=== block 1 ===
--- config.mk ---
export PLATFORM = sky130hd
export DESIGN_NAME = nand_phy_calib_ctrl
export DESIGN_NICKNAME = d
export VERILOG_FILES = /design/src/rtl/nand_phy_calib_pkg.sv /design/src/rtl/nand_phy_calib_bit_cnt.sv /design/src/rtl/nand_phy_calib_ctrl.sv
export SDC_FILE = /design/constraint.sdc
export NUM_CORES = 1
export LEC_CHECK = 0
export ABC_AREA = 1
export CAP_MARGIN = 30
export CORE_MARGIN = 2
export CORE_UTILIZATION = 38
export DETAILED_ROUTE_END_ITERATION = 7
export DONT_BUFFER_PORTS = 1
export GPL_TIMING_DRIVEN = 0
export PLACE_DENSITY_LB_ADDON = 0.15
export SETUP_SLACK_MARGIN = 0.05
export SLEW_MARGIN = 20
export SYNTH_ARGS = -nofsm -noshare
export SYNTH_HDL_FRONTEND = slang
export SYNTH_SLANG_ARGS = --single-unit
export TNS_END_PERCENT = 50
--- constraint.sdc ---
create_clock -name clk0 -period 8.97 [get_ports clk0]
set_input_delay 1.3455 -clock clk0 [delete_from_list [all_inputs] [get_ports clk0]]
set_output_delay 1.3455 -clock clk0 [all_outputs]
set_load 0.01 [all_outputs]
--- src/rtl/nand_phy_calib_pkg.sv ---
// Shared types and constants for the NAND PHY read-capture calibration sequencer.
package nand_phy_calib_pkg;

  typedef enum logic [2:0] {
    ST_IDLE,
    ST_RST_IDDR,
    ST_SETTLE,
    ST_SAMPLE,
    ST_DECIDE,
    ST_DONE
  } calib_state_t;

  localparam int unsigned PH_0   = 0;
  localparam int unsigned PH_90  = 1;
  localparam int unsigned PH_180 = 2;
  localparam int unsigned PH_270 = 3;
  localparam int unsigned NUM_PH = 4;

  // Bits needed to hold values 0..n_max inclusive.
  function automatic int unsigned cnt_width(input int unsigned n_max);
    return (n_max == 0) ? 1 : int'($clog2(n_max + 1));
  endfunction

endpackage

--- src/rtl/nand_phy_calib_bit_cnt.sv ---
// Per-DQ-bit toggle-error counters over the four phase samples and the
// clk0/clk180 path decision for that bit.
module nand_phy_calib_bit_cnt
  import nand_phy_calib_pkg::*;
#(
  parameter int unsigned NUM_SAMPLES = 64,
  parameter int unsigned ERR_THRESH  = 4
) (
  input  logic              clk0,
  input  logic              rst0,
  input  logic              clear,
  input  logic              load,
  input  logic              cmp,
  input  logic [NUM_PH-1:0] smp,
  output logic              sel,
  output logic              fail
);

  localparam int unsigned    CW  = cnt_width(NUM_SAMPLES);
  localparam logic [CW-1:0]  SAT = CW'(NUM_SAMPLES);

  logic [NUM_PH-1:0] prev;
  logic [CW-1:0]     err [NUM_PH];
  logic [CW-1:0]     min_err;
  logic              stuck;

  always_ff @(posedge clk0 or posedge rst0) begin
    if (rst0) begin
      prev <= '0;
      for (int unsigned p = 0; p < NUM_PH; p++) err[p] <= '0;
    end else if (clear) begin
      for (int unsigned p = 0; p < NUM_PH; p++) err[p] <= '0;
    end else if (load || cmp) begin
      prev <= smp;
      // Training data toggles every cycle, so an unchanged sample is an error.
      if (cmp) begin
        for (int unsigned p = 0; p < NUM_PH; p++) begin
          if ((smp[p] == prev[p]) && (err[p] != SAT)) err[p] <= err[p] + 1'b1;
        end
      end
    end
  end

  always_comb begin
    sel     = (err[PH_0] <= err[PH_180]);
    min_err = sel ? err[PH_0] : err[PH_180];
    stuck   = (err[PH_0] == SAT) && (err[PH_90] == SAT) &&
              (err[PH_180] == SAT) && (err[PH_270] == SAT);
    fail    = (32'(min_err) > ERR_THRESH) || stuck;
  end

endmodule

--- src/rtl/nand_phy_calib_ctrl.sv ---
// Read-capture calibration sequencer for the NAND PHY DQ lanes (clk0 domain).
// Optional NAND_CALIB_RETRY_EN: one automatic re-run after a failing first pass.
module nand_phy_calib_ctrl
  import nand_phy_calib_pkg::*;
#(
  parameter int unsigned DQ_WIDTH      = 8,
  parameter int unsigned NUM_SAMPLES   = 64,
  parameter int unsigned ERR_THRESH    = 4,
  parameter int unsigned RST_CYCLES    = 4,
  parameter int unsigned SETTLE_CYCLES = 8
) (
  input  logic                clk0,
  input  logic                rst0,
  input  logic                calib_start,
  output logic                calib_busy,
  output logic                calib_done,
  output logic                calib_fail,
  output logic                calib_train_en,
  output logic                dq_iddr_rst,
  input  logic [DQ_WIDTH-1:0] calib_dq_rise_0,
  input  logic [DQ_WIDTH-1:0] calib_dq_rise_90,
  input  logic [DQ_WIDTH-1:0] calib_dq_rise_180,
  input  logic [DQ_WIDTH-1:0] calib_dq_rise_270,
  output logic [DQ_WIDTH-1:0] calib_clk0_sel
);

  localparam int unsigned MAX_A   = (RST_CYCLES > SETTLE_CYCLES) ? RST_CYCLES : SETTLE_CYCLES;
  localparam int unsigned SEQ_MAX = (MAX_A > NUM_SAMPLES) ? MAX_A : NUM_SAMPLES;
  localparam int unsigned SEQ_W   = cnt_width(SEQ_MAX);

  localparam logic [SEQ_W-1:0] RST_LAST    = SEQ_W'(RST_CYCLES - 1);
  localparam logic [SEQ_W-1:0] SETTLE_LAST = SEQ_W'(SETTLE_CYCLES - 1);
  localparam logic [SEQ_W-1:0] SAMPLE_LAST = SEQ_W'(NUM_SAMPLES);

  calib_state_t        state;
  logic [SEQ_W-1:0]    seq_cnt;
  logic [DQ_WIDTH-1:0] bit_sel;
  logic [DQ_WIDTH-1:0] bit_fail;
  logic                cnt_clear;
  logic                smp_load;
  logic                smp_cmp;
`ifdef NAND_CALIB_RETRY_EN
  logic                retried;
`endif

  assign cnt_clear = (state == ST_RST_IDDR);
  assign smp_load  = (state == ST_SAMPLE) && (seq_cnt == '0);
  assign smp_cmp   = (state == ST_SAMPLE) && (seq_cnt != '0);

  for (genvar b = 0; b < DQ_WIDTH; b++) begin : g_bit
    logic [NUM_PH-1:0] smp;

    always_comb begin
      smp         = '0;
      smp[PH_0]   = calib_dq_rise_0[b];
      smp[PH_90]  = calib_dq_rise_90[b];
      smp[PH_180] = calib_dq_rise_180[b];
      smp[PH_270] = calib_dq_rise_270[b];
    end

    nand_phy_calib_bit_cnt #(
      .NUM_SAMPLES (NUM_SAMPLES),
      .ERR_THRESH  (ERR_THRESH)
    ) u_bit_cnt (
      .clk0  (clk0),
      .rst0  (rst0),
      .clear (cnt_clear),
      .load  (smp_load),
      .cmp   (smp_cmp),
      .smp   (smp),
      .sel   (bit_sel[b]),
      .fail  (bit_fail[b])
    );
  end

  always_ff @(posedge clk0 or posedge rst0) begin
    if (rst0) begin
      state          <= ST_IDLE;
      seq_cnt        <= '0;
      calib_busy     <= 1'b0;
      calib_done     <= 1'b0;
      calib_fail     <= 1'b0;
      calib_train_en <= 1'b0;
      dq_iddr_rst    <= 1'b1;
      calib_clk0_sel <= '1;
`ifdef NAND_CALIB_RETRY_EN
      retried        <= 1'b0;
`endif
    end else begin
      case (state)
        ST_IDLE, ST_DONE: begin
          if (calib_start) begin
            state          <= ST_RST_IDDR;
            seq_cnt        <= '0;
            calib_busy     <= 1'b1;
            calib_done     <= 1'b0;
            calib_fail     <= 1'b0;
            calib_train_en <= 1'b0;
            dq_iddr_rst    <= 1'b1;
`ifdef NAND_CALIB_RETRY_EN
            retried        <= 1'b0;
`endif
          end
        end
        ST_RST_IDDR: begin
          if (seq_cnt == RST_LAST) begin
            state          <= ST_SETTLE;
            seq_cnt        <= '0;
            dq_iddr_rst    <= 1'b0;
            calib_train_en <= 1'b1;
          end else begin
            seq_cnt <= seq_cnt + 1'b1;
          end
        end
        ST_SETTLE: begin
          if (seq_cnt == SETTLE_LAST) begin
            state   <= ST_SAMPLE;
            seq_cnt <= '0;
          end else begin
            seq_cnt <= seq_cnt + 1'b1;
          end
        end
        ST_SAMPLE: begin
          if (seq_cnt == SAMPLE_LAST) begin
            state          <= ST_DECIDE;
            seq_cnt        <= '0;
            calib_train_en <= 1'b0;
          end else begin
            seq_cnt <= seq_cnt + 1'b1;
          end
        end
        ST_DECIDE: begin
          // A failing first pass re-enters the reset phase; busy stays high.
`ifdef NAND_CALIB_RETRY_EN
          if ((|bit_fail) && !retried) begin
            state       <= ST_RST_IDDR;
            seq_cnt     <= '0;
            dq_iddr_rst <= 1'b1;
            retried     <= 1'b1;
          end else
`endif
          begin
            state          <= ST_DONE;
            calib_busy     <= 1'b0;
            calib_done     <= 1'b1;
            calib_fail     <= |bit_fail;
            calib_clk0_sel <= bit_sel;
          end
        end
        default: state <= ST_IDLE;
      endcase
    end
  end

endmodule

=== block 2 ===
## config.mk

```make
export PLATFORM = sky130hd
export DESIGN_NAME = param_universal_register
export DESIGN_NICKNAME = d
export VERILOG_FILES = /design/src/rtl/param_universal_register.sv
export SDC_FILE = /design/constraint.sdc
export NUM_CORES = 1
export LEC_CHECK = 0
export CORE_UTILIZATION = 48
export DETAILED_ROUTE_END_ITERATION = 16
export GPL_TIMING_DRIVEN = 0
export PLACE_DENSITY = 0.85
export RECOVER_POWER = 50
export SETUP_SLACK_MARGIN = 0.4
export SLEW_MARGIN = 40
export SYNTH_ARGS = -nofsm -noshare
export SYNTH_HDL_FRONTEND = slang
export SYNTH_SLANG_ARGS = --single-unit
```

## constraint.sdc

```tcl
create_clock -name clk -period 2.9 [get_ports clk]
set_input_delay 0.87 -clock clk [delete_from_list [all_inputs] [get_ports clk]]
set_output_delay 0.87 -clock clk [all_outputs]
set_load 0.01 [all_outputs]
```

## src/rtl/param_universal_register.sv

```systemverilog
// WIDTH-bit universal register: hold/load/shift/rotate/mask ops plus a burst shift engine
// that performs N back-to-back shifts from a single start pulse.
module param_universal_register #(
  parameter int unsigned       WIDTH     = 8,
  parameter logic [WIDTH-1:0]  RESET_VAL = '0,
  parameter int unsigned       CNT_W     = 4
) (
  input  logic             clk,
  input  logic             rst_n,
  input  logic [2:0]       op,
  input  logic [WIDTH-1:0] d,
  input  logic [WIDTH-1:0] set_m,
  input  logic [WIDTH-1:0] rst_m,
  input  logic             sin,
  input  logic             start,
  input  logic             dir,
  input  logic [CNT_W-1:0] cnt,
  output logic [WIDTH-1:0] q,
  output logic             sout,
  output logic             busy,
  output logic             done
);

  typedef enum logic [2:0] {
    OpHold   = 3'b000,
    OpLoad   = 3'b001,
    OpShl    = 3'b010,
    OpShr    = 3'b011,
    OpRol    = 3'b100,
    OpRor    = 3'b101,
    OpSrMask = 3'b110,
    OpClear  = 3'b111
  } op_e;

  typedef enum logic [0:0] {
    StIdle,
    StShift
  } state_e;

  localparam logic [CNT_W-1:0] WidthCnt = CNT_W'(WIDTH);
  localparam logic [CNT_W-1:0] CntOne   = CNT_W'(1);

  state_e           state_q, state_d;
  logic [WIDTH-1:0] q_q, q_d;
  logic [CNT_W-1:0] cnt_q, cnt_d;
  logic             dir_q, dir_d;
  logic             done_q, done_d;

  logic [WIDTH-1:0] shl_val, shr_val, rol_val, ror_val, srmask_val;

  assign shl_val = {q_q[WIDTH-2:0], sin};
  assign shr_val = {sin, q_q[WIDTH-1:1]};
  assign rol_val = {q_q[WIDTH-2:0], q_q[WIDTH-1]};
  assign ror_val = {q_q[0], q_q[WIDTH-1:1]};

  // Per bit: set-only -> 1, reset-only -> 0, both -> toggle, neither -> hold.
  assign srmask_val = (q_q & ~(set_m | rst_m))
                    | (set_m & ~rst_m)
                    | (~q_q & set_m & rst_m);

  always_comb begin
    state_d = state_q;
    q_d     = q_q;
    cnt_d   = cnt_q;
    dir_d   = dir_q;
    done_d  = 1'b0;

    unique case (state_q)
      StIdle: begin
        if (start) begin
          if (cnt == '0) begin
            done_d = 1'b1;
          end else begin
            state_d = StShift;
            dir_d   = dir;
            cnt_d   = (cnt > WidthCnt) ? WidthCnt : cnt;
          end
        end else begin
          unique case (op_e'(op))
            OpHold:   q_d = q_q;
            OpLoad:   q_d = d;
            OpShl: begin
              q_d   = shl_val;
              dir_d = 1'b0;
            end
            OpShr: begin
              q_d   = shr_val;
              dir_d = 1'b1;
            end
            OpRol: begin
              q_d   = rol_val;
              dir_d = 1'b0;
            end
            OpRor: begin
              q_d   = ror_val;
              dir_d = 1'b1;
            end
            OpSrMask: q_d = srmask_val;
            OpClear:  q_d = '0;
            default:  q_d = q_q;
          endcase
        end
      end

      StShift: begin
        q_d = dir_q ? shr_val : shl_val;
        if (cnt_q == CntOne) begin
          state_d = StIdle;
          cnt_d   = '0;
          done_d  = 1'b1;
        end else begin
          cnt_d = cnt_q - CntOne;
        end
      end

      default: state_d = StIdle;
    endcase
  end

  always_ff @(posedge clk or negedge rst_n) begin
    if (!rst_n) begin
      state_q <= StIdle;
      q_q     <= RESET_VAL;
      cnt_q   <= '0;
      dir_q   <= 1'b0;
      done_q  <= 1'b0;
    end else begin
      state_q <= state_d;
      q_q     <= q_d;
      cnt_q   <= cnt_d;
      dir_q   <= dir_d;
      done_q  <= done_d;
    end
  end

  assign q    = q_q;
  assign sout = dir_q ? q_q[0] : q_q[WIDTH-1];
  assign busy = (state_q == StShift);
  assign done = done_q;

  // done must never overlap an active burst.
  a_done_not_busy : assert property (@(posedge clk) disable iff (!rst_n) !(busy && done));

endmodule

```

block_2/clock_nets.png
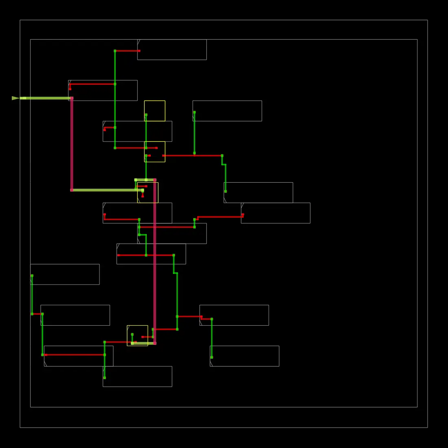
TritonCTS Sinks: 15
clock buffer instance count of the final layout: 3

==> design notes, block 2 <==
The run finished with clean final reports. The tools report the number of failing hold endpoints at the final stage as 0. Yosys reports a chip area of 0.001311 mm².

Per the run summary, max-cap violations total 0. The top cell types in the final layout, fill and taps aside, are clkdlybuf4s50_1, a21oi_1, dfrtp_1. Most frequent cell after synthesis: a21oi_1.

For this run the detailed placement stage logged an HPWL of 2.851 mm. The total internal power is 806.3 µW. With the cell depth of the worst hold path at 1, the register cell area after layout is 375.4 µm². The vertical die dimension is 54.27 µm. Worst-case register-to-register setup slack: 1.48 ns.

As logged by OpenROAD, the buffers inserted on ports number 45. The tools report the destination of the worst hold path as cnt_q[0]. The cell-mix breakdown from Yosys lists the simple-gate area share as 19.47%. In this run the cell area of the synthesized design comes to 0.001311 mm².

Per the finish-stage timing summary, setup violations number 0. Looking at the max-slew report, the worst-margin pin has a slew of 0.6987 ns. After routing the design area is 0.001842 mm². Clock skew on the completed layout was measured at 0.01299 ns. The synthesis report lists the most area-consuming cells as dfrtp_1, mux2_2, a21oi_1.

The cell count after synthesis came out at 150. Main logic family after synthesis: AND-OR/OR-AND gates. The fraction of standard cell area in multi-input logic is 46.26%.
block_1/class_map.png
Drawn at 1.5 px/µm.
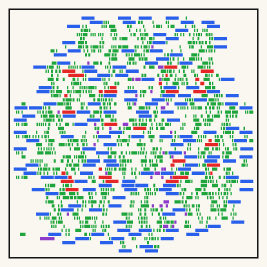
class	color	cells	share of their area
clock drivers and dummy loads	red	32	5.7%
remaining buffers and delay cells	purple	39	2.2%
remaining logic cells	green	1,108	56%
sequential cells	blue	151	36%

==> design notes, block 1 <==
Global routing used 3.516% of the available met3 tracks. The longest clock path from root to sink contains 2 buffers. According to the hold report, the worst path is of the reg -> reg type. The completed layout was analyzed and its total power is 3118 µW.

The layout net count is 1,442, and the max-capacitance violation count is 0. The synthesis run shows the most used standard cells to be nand2_1, nor2_1, inv_1. For the clock group, total power comes out at 732 µW. With the count of instantiated cells in the yosys netlist at 1,295, the non-clock buffer total of the final layout is 39. The H-tree was split into 4 levels.

The total internal power was 1717 µW. The script extracted a total leakage power of 0.005230 µW. Yosys mapped the design onto 32 distinct sky130hd cell types. The flow ran to the end, and the final reports show no timing, DRC or antenna violations. The initial standard-cell utilization of the core came out at 38.81%. In this run the worst setup path terminates at calib_clk0_sel[0]. Wire length on met3: 634 µm.

=== block 3 ===
## config.mk

```make
export PLATFORM = sky130hd
export DESIGN_NAME = td_count_tdc
export DESIGN_NICKNAME = d
export VERILOG_FILES = /design/src/rtl/td_pkg.sv /design/src/rtl/td_rise_det.sv /design/src/rtl/td_count_tdc.sv
export SDC_FILE = /design/constraint.sdc
export NUM_CORES = 1
export LEC_CHECK = 0
export CAP_MARGIN = 25
export CELL_PAD_IN_SITES_DETAIL_PLACEMENT = 1
export CELL_PAD_IN_SITES_GLOBAL_PLACEMENT = 1
export CORE_MARGIN = 2
export CORE_UTILIZATION = 43
export CTS_CLUSTER_SIZE = 40
export DETAILED_ROUTE_END_ITERATION = 10
export HOLD_SLACK_MARGIN = 0.1
export PLACE_DENSITY_LB_ADDON = 0.1
export SYNTH_ARGS = -nofsm -noshare
export SYNTH_HDL_FRONTEND = slang
export SYNTH_SLANG_ARGS = --single-unit
```

## constraint.sdc

```tcl
create_clock -name clk -period 3 [get_ports clk]
set_clock_uncertainty 0.2 [all_clocks]
set_input_delay 0.6 -clock clk [delete_from_list [all_inputs] [get_ports clk]]
set_output_delay 0.6 -clock clk [all_outputs]
set_load 0.005 [all_outputs]
```

## src/rtl/td_pkg.sv

```systemverilog
// Shared types and helpers for the
// time-domain receiver blocks.
package td_pkg;

  typedef enum logic [1:0] {
    IDLE,
    MEASURE,
    HOLD
  } state_t;

  // Never returns less than 1, so a 1-state counter still gets a bit.
  function automatic int clog2(input int v);
    int r;
    r = 0;
    while ((1 << r) < v) r++;
    return (r < 1) ? 1 : r;
  endfunction

endpackage

```

## src/rtl/td_rise_det.sv

```systemverilog
// Registered rising-edge detector for an
// input already synchronous to clk.
module td_rise_det (
  input  logic clk,
  input  logic rst,
  input  logic in,
  output logic rise
);

  logic in_q;

  always_ff @(posedge clk) begin
    if (rst) in_q <= 1'b0;
    else     in_q <= in;
  end

  assign rise = in & ~in_q;

endmodule

```

## src/rtl/td_count_tdc.sv

```systemverilog
// Counter-based TDC: start-to-edge time,
// minus offset, quantised to T_UNIT cycles.
module td_count_tdc
  import td_pkg::*;
#(
  parameter int N_BIT  = 4,
  parameter int T_UNIT = 1,
  parameter int OFFSET = 0
) (
  input  logic             clk,
  input  logic             rst,
  input  logic             start,
  input  logic             in,
  output logic [N_BIT-1:0] out,
  output logic             out_valid,
  input  logic             out_ready,
  output logic             ovf,
  output logic             busy
);

  localparam int L  = OFFSET + T_UNIT * (2 ** N_BIT);
  localparam int EW = clog2(L + 1);
  localparam int PW = clog2(T_UNIT);

  localparam logic [N_BIT-1:0] FULL = '1;
  localparam logic [EW-1:0] E_LIM = EW'(L);
  localparam logic [EW-1:0] E_PRE =
    EW'((OFFSET > 0) ? OFFSET - 1 : 0);
  localparam logic [PW-1:0] PH_LAST = PW'(T_UNIT - 1);
  localparam logic PRE_SKIP = (OFFSET == 0);

  state_t             state;
  logic [EW-1:0]      e;
  logic               pre_done;
  logic [PW-1:0]      phase;
  logic [N_BIT-1:0]   code;
  logic               rise;

  td_rise_det u_rise (
    .clk  (clk),
    .rst  (rst),
    .in   (in),
    .rise (rise)
  );

  always_ff @(posedge clk) begin
    if (rst) begin
      state    <= IDLE;
      e        <= '0;
      pre_done <= 1'b0;
      phase    <= '0;
      code     <= '0;
      out      <= '0;
      ovf      <= 1'b0;
    end else begin
      unique case (state)
        IDLE: begin
          if (start) begin
            state    <= MEASURE;
            e        <= '0;
            pre_done <= PRE_SKIP;
            phase    <= '0;
            code     <= '0;
          end
        end
        MEASURE: begin
          e <= e + EW'(1);
          // code holds floor((e-OFFSET)/T_UNIT) for the current e
          if (!pre_done) begin
            if (e == E_PRE) pre_done <= 1'b1;
          end else if (phase == PH_LAST) begin
            phase <= '0;
            if (code != FULL) code <= code + N_BIT'(1);
          end else begin
            phase <= phase + PW'(1);
          end
          if (e == E_LIM) begin
            out   <= FULL;
            ovf   <= 1'b1;
            state <= HOLD;
          end else if (rise) begin
            out   <= code;
            ovf   <= 1'b0;
            state <= HOLD;
          end
        end
        HOLD: begin
          if (out_ready) state <= IDLE;
        end
        default: state <= IDLE;
      endcase
    end
  end

  assign out_valid = (state == HOLD);
  assign busy      = (state != IDLE);

endmodule

```

=== block 4 ===
### config.mk
export PLATFORM = sky130hd
export DESIGN_NAME = router_pkt_tx_flat
export DESIGN_NICKNAME = d
export VERILOG_FILES = /design/src/rtl/router_pkg.sv /design/src/rtl/router_pkt_tx_if.sv /design/src/rtl/tx_pkt_buf.sv /design/src/rtl/router_pkt_tx.sv /design/src/flat_wrapper.sv
export SDC_FILE = /design/constraint.sdc
export NUM_CORES = 1
export LEC_CHECK = 0
export CORE_UTILIZATION = 54
export DETAILED_ROUTE_END_ITERATION = 8
export PLACE_DENSITY = 0.71
export SYNTH_ARGS = -nofsm -noshare
export SYNTH_HDL_FRONTEND = slang
export SYNTH_HIERARCHICAL = 1
export SYNTH_SLANG_ARGS = --single-unit
### constraint.sdc
create_clock -name clk -period 3.23 [get_ports clk]
set_input_delay 0.646 -clock clk [delete_from_list [all_inputs] [get_ports clk]]
set_output_delay 0.646 -clock clk [all_outputs]
set_load 0.1 [all_outputs]
### src/rtl/router_pkg.sv
// Shared definitions for the router packet transmitter: FSM states, completion status codes
// and header field layout.
package router_pkg;

   localparam int unsigned LEN_W       = 6;
   localparam int unsigned ADDR_W      = 2;
   localparam int unsigned HDR_LEN_LSB = 2;

   localparam logic [ADDR_W-1:0] ADDR_ILLEGAL = 2'd3;

   localparam logic [1:0] ST_OK     = 2'b00;
   localparam logic [1:0] ST_PERR   = 2'b01;
   localparam logic [1:0] ST_BADCMD = 2'b10;

   typedef enum logic [2:0] {
      StIdle,
      StCollect,
      StHeader,
      StPayload,
      StParity,
      StWaitDone
   } tx_state_e;

   // Header byte is {len[7:2], addr[1:0]}
   function automatic logic [7:0] make_header(input logic [LEN_W-1:0]  len,
                                              input logic [ADDR_W-1:0] addr);
      logic [7:0] hdr;
      hdr = '0;
      hdr[HDR_LEN_LSB +: LEN_W] = len;
      hdr[ADDR_W-1:0]           = addr;
      return hdr;
   endfunction

endpackage

### src/rtl/router_pkt_tx_if.sv
// Command, payload and router-side signals of the packet transmitter.
// master is the transmitter side, slave is the traffic generator / router side.
interface router_pkt_tx_if;
   import router_pkg::*;

   logic              req_valid;
   logic              req_ready;
   logic [ADDR_W-1:0] req_addr;
   logic [LEN_W-1:0]  req_len;
   logic              req_corrupt;
   logic              pl_valid;
   logic              pl_ready;
   logic [7:0]        pl_data;
   logic [7:0]        data_out;
   logic              pkt_valid;
   logic              busy;
   logic              err;
   logic              done;
   logic [1:0]        done_status;

   modport master (
      input  req_valid, req_addr, req_len, req_corrupt, pl_valid, pl_data, busy, err,
      output req_ready, pl_ready, data_out, pkt_valid, done, done_status
   );

   modport slave (
      output req_valid, req_addr, req_len, req_corrupt, pl_valid, pl_data, busy, err,
      input  req_ready, pl_ready, data_out, pkt_valid, done, done_status
   );

endinterface

### src/rtl/tx_pkt_buf.sv
// Synchronous single-clock FIFO with read-ahead output (rd_data shows the head entry).
module tx_pkt_buf #(
   parameter int unsigned DEPTH = 64,
   parameter int unsigned WIDTH = 8
) (
   input  logic             clk,
   input  logic             rst,
   input  logic             wr_en,
   input  logic [WIDTH-1:0] wr_data,
   input  logic             rd_en,
   output logic [WIDTH-1:0] rd_data,
   output logic             empty,
   output logic             full
);

   localparam int unsigned AW = $clog2(DEPTH);

   logic [WIDTH-1:0] r_mem [DEPTH];
   // Extra MSB distinguishes full from empty; the low bits wrap naturally
   logic [AW:0]      r_wr_ptr;
   logic [AW:0]      r_rd_ptr;
   logic             w_push;
   logic             w_pop;

   assign w_push = wr_en && !full;
   assign w_pop  = rd_en && !empty;

   always_ff @(posedge clk) begin
      if (rst) begin
         r_wr_ptr <= '0;
         r_rd_ptr <= '0;
      end else begin
         if (w_push) r_wr_ptr <= r_wr_ptr + (AW+1)'(1);
         if (w_pop)  r_rd_ptr <= r_rd_ptr + (AW+1)'(1);
      end
   end

   always_ff @(posedge clk) begin
      if (w_push) r_mem[r_wr_ptr[AW-1:0]] <= wr_data;
   end

   assign rd_data = r_mem[r_rd_ptr[AW-1:0]];
   assign empty   = (r_wr_ptr == r_rd_ptr);
   assign full    = (r_wr_ptr[AW-1:0] == r_rd_ptr[AW-1:0]) && (r_wr_ptr[AW] != r_rd_ptr[AW]);

endmodule

### src/rtl/router_pkt_tx.sv
// Router packet transmitter: buffers a whole payload, then sends header, payload and parity
// paced by the router's busy signal, and reports the router's parity verdict.
module router_pkt_tx
   import router_pkg::*;
#(
   parameter int unsigned MAX_LEN   = 63,
   parameter int unsigned BUF_DEPTH = 64
) (
   input  logic            clk,
   input  logic            rst,
   router_pkt_tx_if.master bus
);

   tx_state_e         r_state, w_state;
   logic [ADDR_W-1:0] r_addr, w_addr;
   logic [LEN_W-1:0]  r_len, w_len;
   logic              r_corrupt, w_corrupt;
   logic [LEN_W-1:0]  r_cnt, w_cnt;
   logic [7:0]        r_parity, w_parity;
   logic [7:0]        r_data_out, w_data_out;
   logic              r_pkt_valid, w_pkt_valid;
   logic              r_seen_busy, w_seen_busy;
   logic              r_done, w_done;
   logic [1:0]        r_done_status, w_done_status;

   logic              w_wr_en, w_rd_en, w_empty, w_full;
   logic [7:0]        w_rd_data;
   logic              w_cmd_bad, w_pl_ready;

   tx_pkt_buf #(
      .DEPTH (BUF_DEPTH),
      .WIDTH (8)
   ) u_buf (
      .clk     (clk),
      .rst     (rst),
      .wr_en   (w_wr_en),
      .wr_data (bus.pl_data),
      .rd_en   (w_rd_en),
      .rd_data (w_rd_data),
      .empty   (w_empty),
      .full    (w_full)
   );

   assign w_cmd_bad = (bus.req_len == '0) || (bus.req_addr == ADDR_ILLEGAL) ||
                      (32'(bus.req_len) > MAX_LEN);
   assign w_pl_ready = (r_state == StCollect) && (r_cnt < r_len) && !w_full && !rst;

   assign bus.req_ready   = (r_state == StIdle) && !rst;
   assign bus.pl_ready    = w_pl_ready;
   assign bus.data_out    = r_data_out;
   assign bus.pkt_valid   = r_pkt_valid;
   assign bus.done        = r_done;
   assign bus.done_status = r_done_status;

   always_ff @(posedge clk) begin
      if (rst) begin
         r_state       <= StIdle;
         r_addr        <= '0;
         r_len         <= '0;
         r_corrupt     <= 1'b0;
         r_cnt         <= '0;
         r_parity      <= '0;
         r_data_out    <= '0;
         r_pkt_valid   <= 1'b0;
         r_seen_busy   <= 1'b0;
         r_done        <= 1'b0;
         r_done_status <= '0;
      end else begin
         r_state       <= w_state;
         r_addr        <= w_addr;
         r_len         <= w_len;
         r_corrupt     <= w_corrupt;
         r_cnt         <= w_cnt;
         r_parity      <= w_parity;
         r_data_out    <= w_data_out;
         r_pkt_valid   <= w_pkt_valid;
         r_seen_busy   <= w_seen_busy;
         r_done        <= w_done;
         r_done_status <= w_done_status;
      end
   end

   always_comb begin
      w_state       = r_state;
      w_addr        = r_addr;
      w_len         = r_len;
      w_corrupt     = r_corrupt;
      w_cnt         = r_cnt;
      w_parity      = r_parity;
      w_data_out    = r_data_out;
      w_pkt_valid   = r_pkt_valid;
      w_seen_busy   = r_seen_busy;
      w_done        = 1'b0;
      w_done_status = r_done_status;
      w_wr_en       = 1'b0;
      w_rd_en       = 1'b0;

      unique case (r_state)
         StIdle: begin
            if (bus.req_valid) begin
               if (w_cmd_bad) begin
                  w_done        = 1'b1;
                  w_done_status = ST_BADCMD;
               end else begin
                  w_addr    = bus.req_addr;
                  w_len     = bus.req_len;
                  w_corrupt = bus.req_corrupt;
                  w_cnt     = '0;
                  w_state   = StCollect;
               end
            end
         end
         StCollect: begin
            if (bus.pl_valid && w_pl_ready) begin
               w_wr_en = 1'b1;
               w_cnt   = r_cnt + 6'd1;
               if ((r_cnt + 6'd1) == r_len) begin
                  w_data_out  = make_header(r_len, r_addr);
                  w_parity    = make_header(r_len, r_addr);
                  w_pkt_valid = 1'b1;
                  w_state     = StHeader;
               end
            end
         end
         StHeader: begin
            if (!bus.busy && !w_empty) begin
               w_data_out  = w_rd_data;
               w_pkt_valid = 1'b1;
               w_rd_en     = 1'b1;
               w_cnt       = '0;
               w_state     = StPayload;
            end
         end
         StPayload: begin
            if (!bus.busy) begin
               w_parity = r_parity ^ r_data_out;
               w_cnt    = r_cnt + 6'd1;
               if (r_cnt == (r_len - 6'd1)) begin
                  w_data_out  = r_parity ^ r_data_out ^ {8{r_corrupt}};
                  w_pkt_valid = 1'b0;
                  w_state     = StParity;
               end else begin
                  w_data_out = w_rd_data;
                  w_rd_en    = 1'b1;
               end
            end
         end
         StParity: begin
            if (!bus.busy) begin
               w_data_out  = '0;
               w_seen_busy = 1'b0;
               w_state     = StWaitDone;
            end
         end
         StWaitDone: begin
            // Router must go busy (checking parity) and then release before we report
            if (bus.busy) begin
               w_seen_busy = 1'b1;
            end else if (r_seen_busy) begin
               w_done        = 1'b1;
               w_done_status = bus.err ? ST_PERR : ST_OK;
               w_state       = StIdle;
            end
         end
         default: w_state = StIdle;
      endcase
   end

endmodule

### src/flat_wrapper.sv
// flat-port wrapper written by rule: the top's interface ports become plain ports
module router_pkt_tx_flat import router_pkg::*;
#(
   parameter int unsigned MAX_LEN   = 63,
   parameter int unsigned BUF_DEPTH = 64
)
  (clk, rst, bus_req_valid, bus_req_addr, bus_req_len, bus_req_corrupt, bus_pl_valid, bus_pl_data, bus_busy, bus_err, bus_req_ready, bus_pl_ready, bus_data_out, bus_pkt_valid, bus_done, bus_done_status);
  router_pkt_tx_if bus_i ();
  input  logic clk;
  input  logic rst;
  input wire logic [$bits(bus_i.req_valid)-1:0] bus_req_valid;
  input wire logic [$bits(bus_i.req_addr)-1:0] bus_req_addr;
  input wire logic [$bits(bus_i.req_len)-1:0] bus_req_len;
  input wire logic [$bits(bus_i.req_corrupt)-1:0] bus_req_corrupt;
  input wire logic [$bits(bus_i.pl_valid)-1:0] bus_pl_valid;
  input wire logic [$bits(bus_i.pl_data)-1:0] bus_pl_data;
  input wire logic [$bits(bus_i.busy)-1:0] bus_busy;
  input wire logic [$bits(bus_i.err)-1:0] bus_err;
  output wire logic [$bits(bus_i.req_ready)-1:0] bus_req_ready;
  output wire logic [$bits(bus_i.pl_ready)-1:0] bus_pl_ready;
  output wire logic [$bits(bus_i.data_out)-1:0] bus_data_out;
  output wire logic [$bits(bus_i.pkt_valid)-1:0] bus_pkt_valid;
  output wire logic [$bits(bus_i.done)-1:0] bus_done;
  output wire logic [$bits(bus_i.done_status)-1:0] bus_done_status;
  assign bus_i.req_valid = bus_req_valid;
  assign bus_i.req_addr = bus_req_addr;
  assign bus_i.req_len = bus_req_len;
  assign bus_i.req_corrupt = bus_req_corrupt;
  assign bus_i.pl_valid = bus_pl_valid;
  assign bus_i.pl_data = bus_pl_data;
  assign bus_i.busy = bus_busy;
  assign bus_i.err = bus_err;
  assign bus_req_ready = bus_i.req_ready;
  assign bus_pl_ready = bus_i.pl_ready;
  assign bus_data_out = bus_i.data_out;
  assign bus_pkt_valid = bus_i.pkt_valid;
  assign bus_done = bus_i.done;
  assign bus_done_status = bus_i.done_status;
  router_pkt_tx #(.MAX_LEN(MAX_LEN), .BUF_DEPTH(BUF_DEPTH)) u_core (.clk(clk), .rst(rst), .bus(bus_i));
endmodule
=== block 5 ===
<file path="src/rtl/mac_pkg.sv">
`default_nettype none
// ---------------------------------------------------------------------------
// mac_pkg : shared defaults and state encoding for the MAC dot sequencer
// Revision: 1.0
// ---------------------------------------------------------------------------
package mac_pkg;

  localparam int DATA_W_DEF = 8;
  localparam int ACC_W_DEF  = 16;
  localparam int LEN_W_DEF  = 8;

  typedef enum logic [2:0] {
    ST_IDLE  = 3'd0,
    ST_CLEAR = 3'd1,
    ST_RUN   = 3'd2,
    ST_DRAIN = 3'd3,
    ST_DONE  = 3'd4
  } state_e;

endpackage
`default_nettype wire

</file>
<file path="src/rtl/mac_len_counter.sv">
`default_nettype none
// ---------------------------------------------------------------------------
// mac_len_counter : latched length, accepted-pair count and last-pair flag
// Revision: 1.0
// ---------------------------------------------------------------------------
module mac_len_counter #(
  parameter int LEN_W = 8
) (
  input  logic             clk,
  input  logic             rst_n,
  input  logic             load_i,
  input  logic [LEN_W-1:0] len_i,
  input  logic             inc_i,
  output logic             last_o,
  output logic             zero_o
);

  logic [LEN_W-1:0] len_q, len_d;
  logic [LEN_W-1:0] cnt_q, cnt_d;

  always_comb begin
    len_d = len_q;
    cnt_d = cnt_q;
    if (load_i) begin
      len_d = len_i;
      cnt_d = '0;
    end else if (inc_i) begin
      cnt_d = cnt_q + LEN_W'(1);
    end
  end

  always_ff @(posedge clk or negedge rst_n) begin
    if (!rst_n) begin
      len_q <= '0;
      cnt_q <= '0;
    end else begin
      len_q <= len_d;
      cnt_q <= cnt_d;
    end
  end

  // Only meaningful while len_q is non-zero; the FSM skips RUN otherwise.
  assign last_o = (cnt_q == (len_q - LEN_W'(1)));
  assign zero_o = (len_q == '0);

endmodule
`default_nettype wire

</file>
<file path="src/rtl/mac_dot_sequencer.sv">
`default_nettype none
// ---------------------------------------------------------------------------
// mac_dot_sequencer : drives an external MAC through one dot product of LEN
// Revision: 1.0
// ---------------------------------------------------------------------------
module mac_dot_sequencer
  import mac_pkg::*;
#(
  parameter int DATA_W = DATA_W_DEF,
  parameter int ACC_W  = ACC_W_DEF,
  parameter int LEN_W  = LEN_W_DEF
) (
  input  logic              clk,
  input  logic              rst_n,
  input  logic              start_i,
  input  logic [LEN_W-1:0]  len_i,
  output logic              busy_o,
  input  logic              in_valid_i,
  output logic              in_ready_o,
  input  logic [DATA_W-1:0] in_x_i,
  input  logic [DATA_W-1:0] in_w_i,
  output logic              mac_clr_o,
  output logic              mac_en_o,
  output logic [DATA_W-1:0] mac_x_o,
  output logic [DATA_W-1:0] mac_w_o,
  input  logic [ACC_W-1:0]  mac_acc_i,
  output logic              out_valid_o,
  input  logic              out_ready_i,
  output logic [ACC_W-1:0]  out_result_o
);

  state_e             state_q, state_d;
  logic [ACC_W-1:0]   result_q, result_d;
  logic               load;
  logic               hs;
  logic               last;
  logic               zero_len;

  mac_len_counter #(
    .LEN_W (LEN_W)
  ) u_len_counter (
    .clk    (clk),
    .rst_n  (rst_n),
    .load_i (load),
    .len_i  (len_i),
    .inc_i  (hs),
    .last_o (last),
    .zero_o (zero_len)
  );

  always_ff @(posedge clk or negedge rst_n) begin
    if (!rst_n) begin
      state_q  <= ST_IDLE;
      result_q <= '0;
    end else begin
      state_q  <= state_d;
      result_q <= result_d;
    end
  end

  always_comb begin
    state_d     = state_q;
    result_d    = result_q;
    load        = 1'b0;
    hs          = 1'b0;
    busy_o      = 1'b1;
    in_ready_o  = 1'b0;
    mac_clr_o   = 1'b0;
    mac_en_o    = 1'b0;
    mac_x_o     = '0;
    mac_w_o     = '0;
    out_valid_o = 1'b0;
    case (state_q)
      ST_IDLE: begin
        busy_o = 1'b0;
        if (start_i) begin
          load    = 1'b1;
          state_d = ST_CLEAR;
        end
      end
      ST_CLEAR: begin
        mac_clr_o = 1'b1;
        state_d   = zero_len ? ST_DRAIN : ST_RUN;
      end
      ST_RUN: begin
        in_ready_o = 1'b1;
        hs         = in_valid_i;
        if (hs) begin
          mac_en_o = 1'b1;
          mac_x_o  = in_x_i;
          mac_w_o  = in_w_i;
          if (last) state_d = ST_DRAIN;
        end
      end
      ST_DRAIN: begin
        // The final accumulate has landed on mac_acc by this cycle.
        result_d = mac_acc_i;
        state_d  = ST_DONE;
      end
      ST_DONE: begin
        out_valid_o = 1'b1;
        if (out_ready_i) state_d = ST_IDLE;
      end
      default: state_d = ST_IDLE;
    endcase
  end

  assign out_result_o = result_q;

endmodule
`default_nettype wire

</file>
<file path="config.mk">
export PLATFORM = sky130hd
export DESIGN_NAME = mac_dot_sequencer
export DESIGN_NICKNAME = d
export VERILOG_FILES = /design/src/rtl/mac_pkg.sv /design/src/rtl/mac_len_counter.sv /design/src/rtl/mac_dot_sequencer.sv
export SDC_FILE = /design/constraint.sdc
export NUM_CORES = 1
export LEC_CHECK = 0
export CORE_ASPECT_RATIO = 0.5
export CORE_MARGIN = 2
export CORE_UTILIZATION = 45
export CTS_BUF_LIST = sky130_fd_sc_hd__clkbuf_16
export DETAILED_ROUTE_END_ITERATION = 6
export MAX_ROUTING_LAYER = met4
export PLACE_DENSITY = 0.91
export SYNTH_ARGS = -nofsm -noshare
export SYNTH_HDL_FRONTEND = slang
export SYNTH_HIERARCHICAL = 1
export SYNTH_SLANG_ARGS = --single-unit
</file>
<file path="constraint.sdc">
create_clock -name clk -period 3.8 [get_ports clk]
set_clock_uncertainty 0.05 [all_clocks]
set_input_delay 0.95 -clock clk [delete_from_list [all_inputs] [get_ports clk]]
set_output_delay 0.95 -clock clk [all_outputs]
set_load 0.05 [all_outputs]
</file>
block_3/class_map.png
Drawn at 6 px/µm.
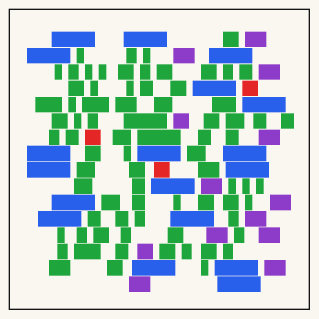
class	color	cells	share of their area
remaining logic cells	green	76	50%
remaining buffers and delay cells	purple	13	12%
clock-net drivers	red	3	2.2%
sequential cells	blue	18	35%

==> design notes, block 3 <==
The worst hold slack is 0.2557 ns. With the clock buffer count at 3, the cell area after technology mapping is 900.9 µm². Clock tree buffers and inverters occupy 2.128% of the routed design's cell area.

Post-synthesis cell count: 98. The endpoint of the worst hold path is reported as out[2]. The registers of the reported paths see a clock transition of 0.10 ns. The tools report the end of the worst register-to-register path as out[3]. The simple-gate share of the synthesized area came out at 26.11%. Subtracting the final worst setup slack from the clock period gives 2.396 ns.

With the synthesis warning total at 0, the met2 global-route usage is 29.33%. The flow reports that combinational logic draws 13.7% of the design power. The run gives 58.7% for the part of the total power dissipated in sequential elements. Number of top-level design ports: 12.

Cell type of the slowest stage on the worst timing path: dfxtp_1. The die covers 0.002477 mm². Buffers outside the clock tree occupy 11.82% of the routed design's cell area. The run finished with clean final reports. Measured against the total synthesized area, the mux share comes to 1.111%. The power in sequential cells is 260 µW, and the share of flip-flops with an asynchronous set or reset after synthesis is 0%. The core occupancy in the finished layout is 53.95%.
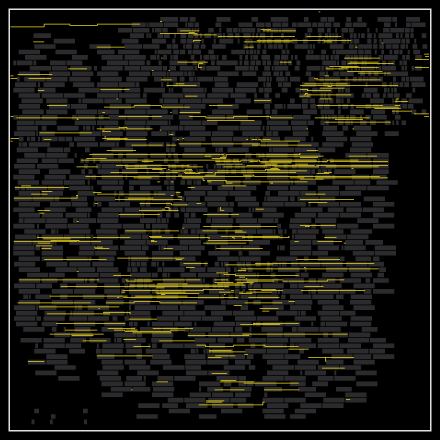
block_4/m3.png
Drawn at 2 px/µm.
wire length on this layer	5,170 µm
share of all routed wire	9.3%
nets with wire on the layer	212
main direction	horizontal

==> design notes, block 4 <==
The post-placement setup slack was -0.09199 ns. For the placed wire-length estimate after detailed placement, the log shows 35.19 mm. With the number of instances resized during post-cts repair at 0, the cell count along the critical path is 11. The run gives 0.01670 ns for the worst-case clock skew. The H-tree generated during clock tree synthesis spans 2 levels. After floorplanning, the die was sized to cover 0.04411 mm². The highest metal layer carrying signal wires in the routed design is met4. Yosys instantiated no cell more often than edfxtp_1. Cell area reported after detailed placement: 0.02519 mm².

The flow ran to the end, and the final reports show no timing, DRC or antenna violations. The final design was reported to hold multi-input combinational gates totalling 671. The report lists the cells along the critical path as or4_1, or3_1, a2111oi_2, buf_4, a31oi_2, and2_1, and4_1, nand2_1, a311o_1, xor2_1, nor2_1. The XOR/XNOR share of the synthesized area came out at 1.574%. The destination of the worst hold path was u_core/bus.done_status[1].

Combinational power for this build is 481 µW. Vertical die dimension: 210.0 µm. Maximum vdd drop: 519.7 µV.
block_5/m3.png
Drawn at 4 px/µm.
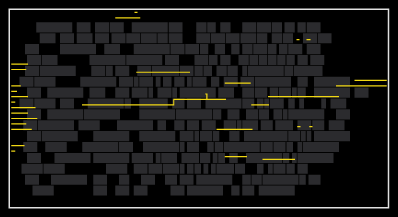
longest straight run	22.8 µm
share of all routed wire	3.6%
wire length on this layer	172 µm
main direction	horizontal

block_5/clock_nets.png
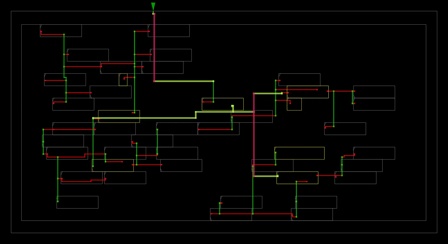
number of clock buffers inserted by TritonCTS: 5
clock buffer instance count of the final layout: 5
final sequential cell count: 35
power in the clock group: 458 µW
clk latency of the worst-skew pair: 0.28 ns

==> design notes, block 5 <==
The run finished with clean final reports. The tools report the maximum clock path buffer count as 2. Ranking logic cells in the layout by count gives the top entries clkdlybuf4s50_1, dfrtp_1, buf_4.

Counting the inverters off the clock network in the layout gives 6. For this run, global-route usage on met1 was measured as 25.74%. The average wire per standard cell was 15.82 µm. For the part of the total power dissipated in sequential elements, the log shows 27.0%. With the placed wire-length estimate after detailed placement at 3.531 mm, the maximum fanout encountered on the critical timing path is 18.

Switching power as a fraction of the total was reported as 44.06%. After layout the clock buffers and inverters come to 5.958% of cell area. The initialized floorplan defines 16 standard-cell rows. The highest metal layer with signal wires was met4. The tools report the launching point of the worst reg2reg path as state_q[0]. The tools report the type of element capturing the critical path as a primary output. Classification of the worst-slack hold path: reg -> reg. Per the post-run analysis, buffers plus inverters along the critical path come to 2. Ranked by total area, the top cell class in this layout is combinational gates. The synthesized netlist was found by Yosys to have 160 cells. For the cell area reported after detailed placement, the log shows 0.002666 mm².

dfrtp_1 takes more of the synthesized area than any other cell. In the detailed route, the total length drawn on met2 is 2.577 mm.

==> notes/layouts.md <==
Pictures saved along the way, in no particular order.

Clock wires, drivers and flops.
Plate I
Drawn at 10 px/µm.
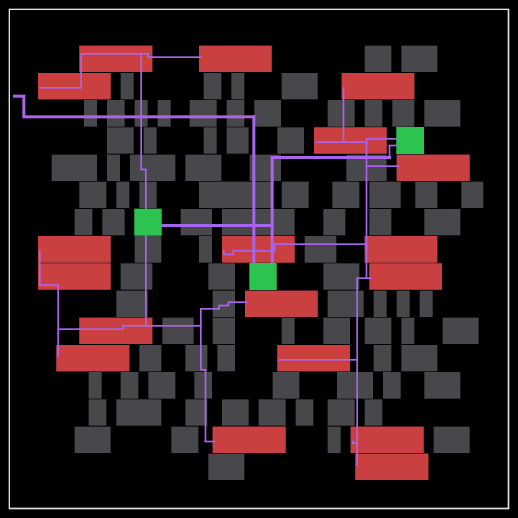
Plate II
Drawn at 6 px/µm.
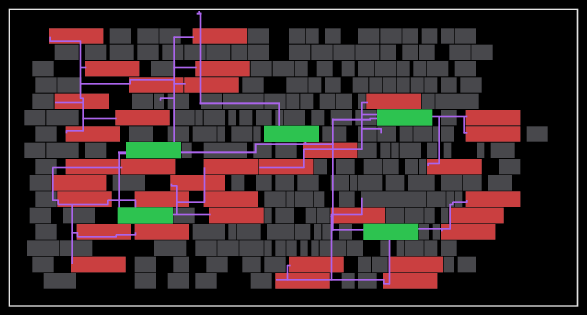
Plate III
Drawn at 2 px/µm.
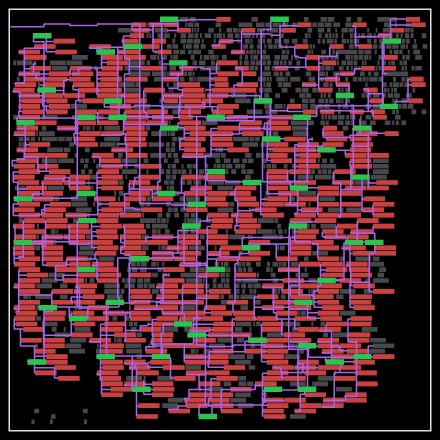
- Plate II = block 5
- Plate I = block 3
- Plate III = block 4
The one with the largest die is Plate III.

Key to Plate II:
[flip-flops] red | count: 35
[clock-net drivers] green | count: 5
[clock wires] purple | length: 407 µm
routed clock nets	6



==> gallery <==
M3 wires.
image #1
Drawn at 6 px/µm.
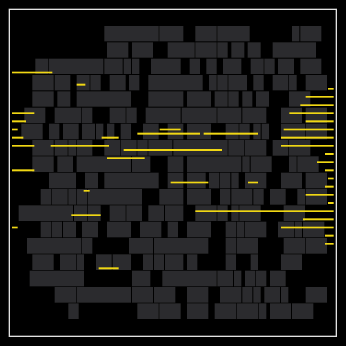
image #2
Drawn at 2 px/µm.
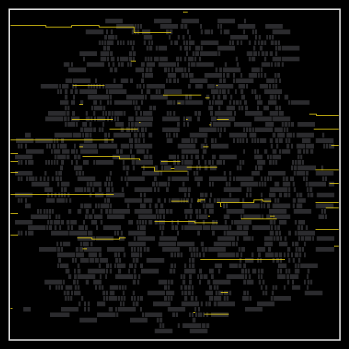
image #3
Drawn at 8 px/µm.
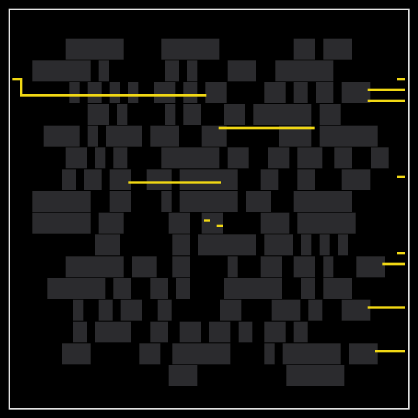
- image #1 = block 2
- image #2 = block 1
- image #3 = block 3

Power and IR drop assume default switching activity.
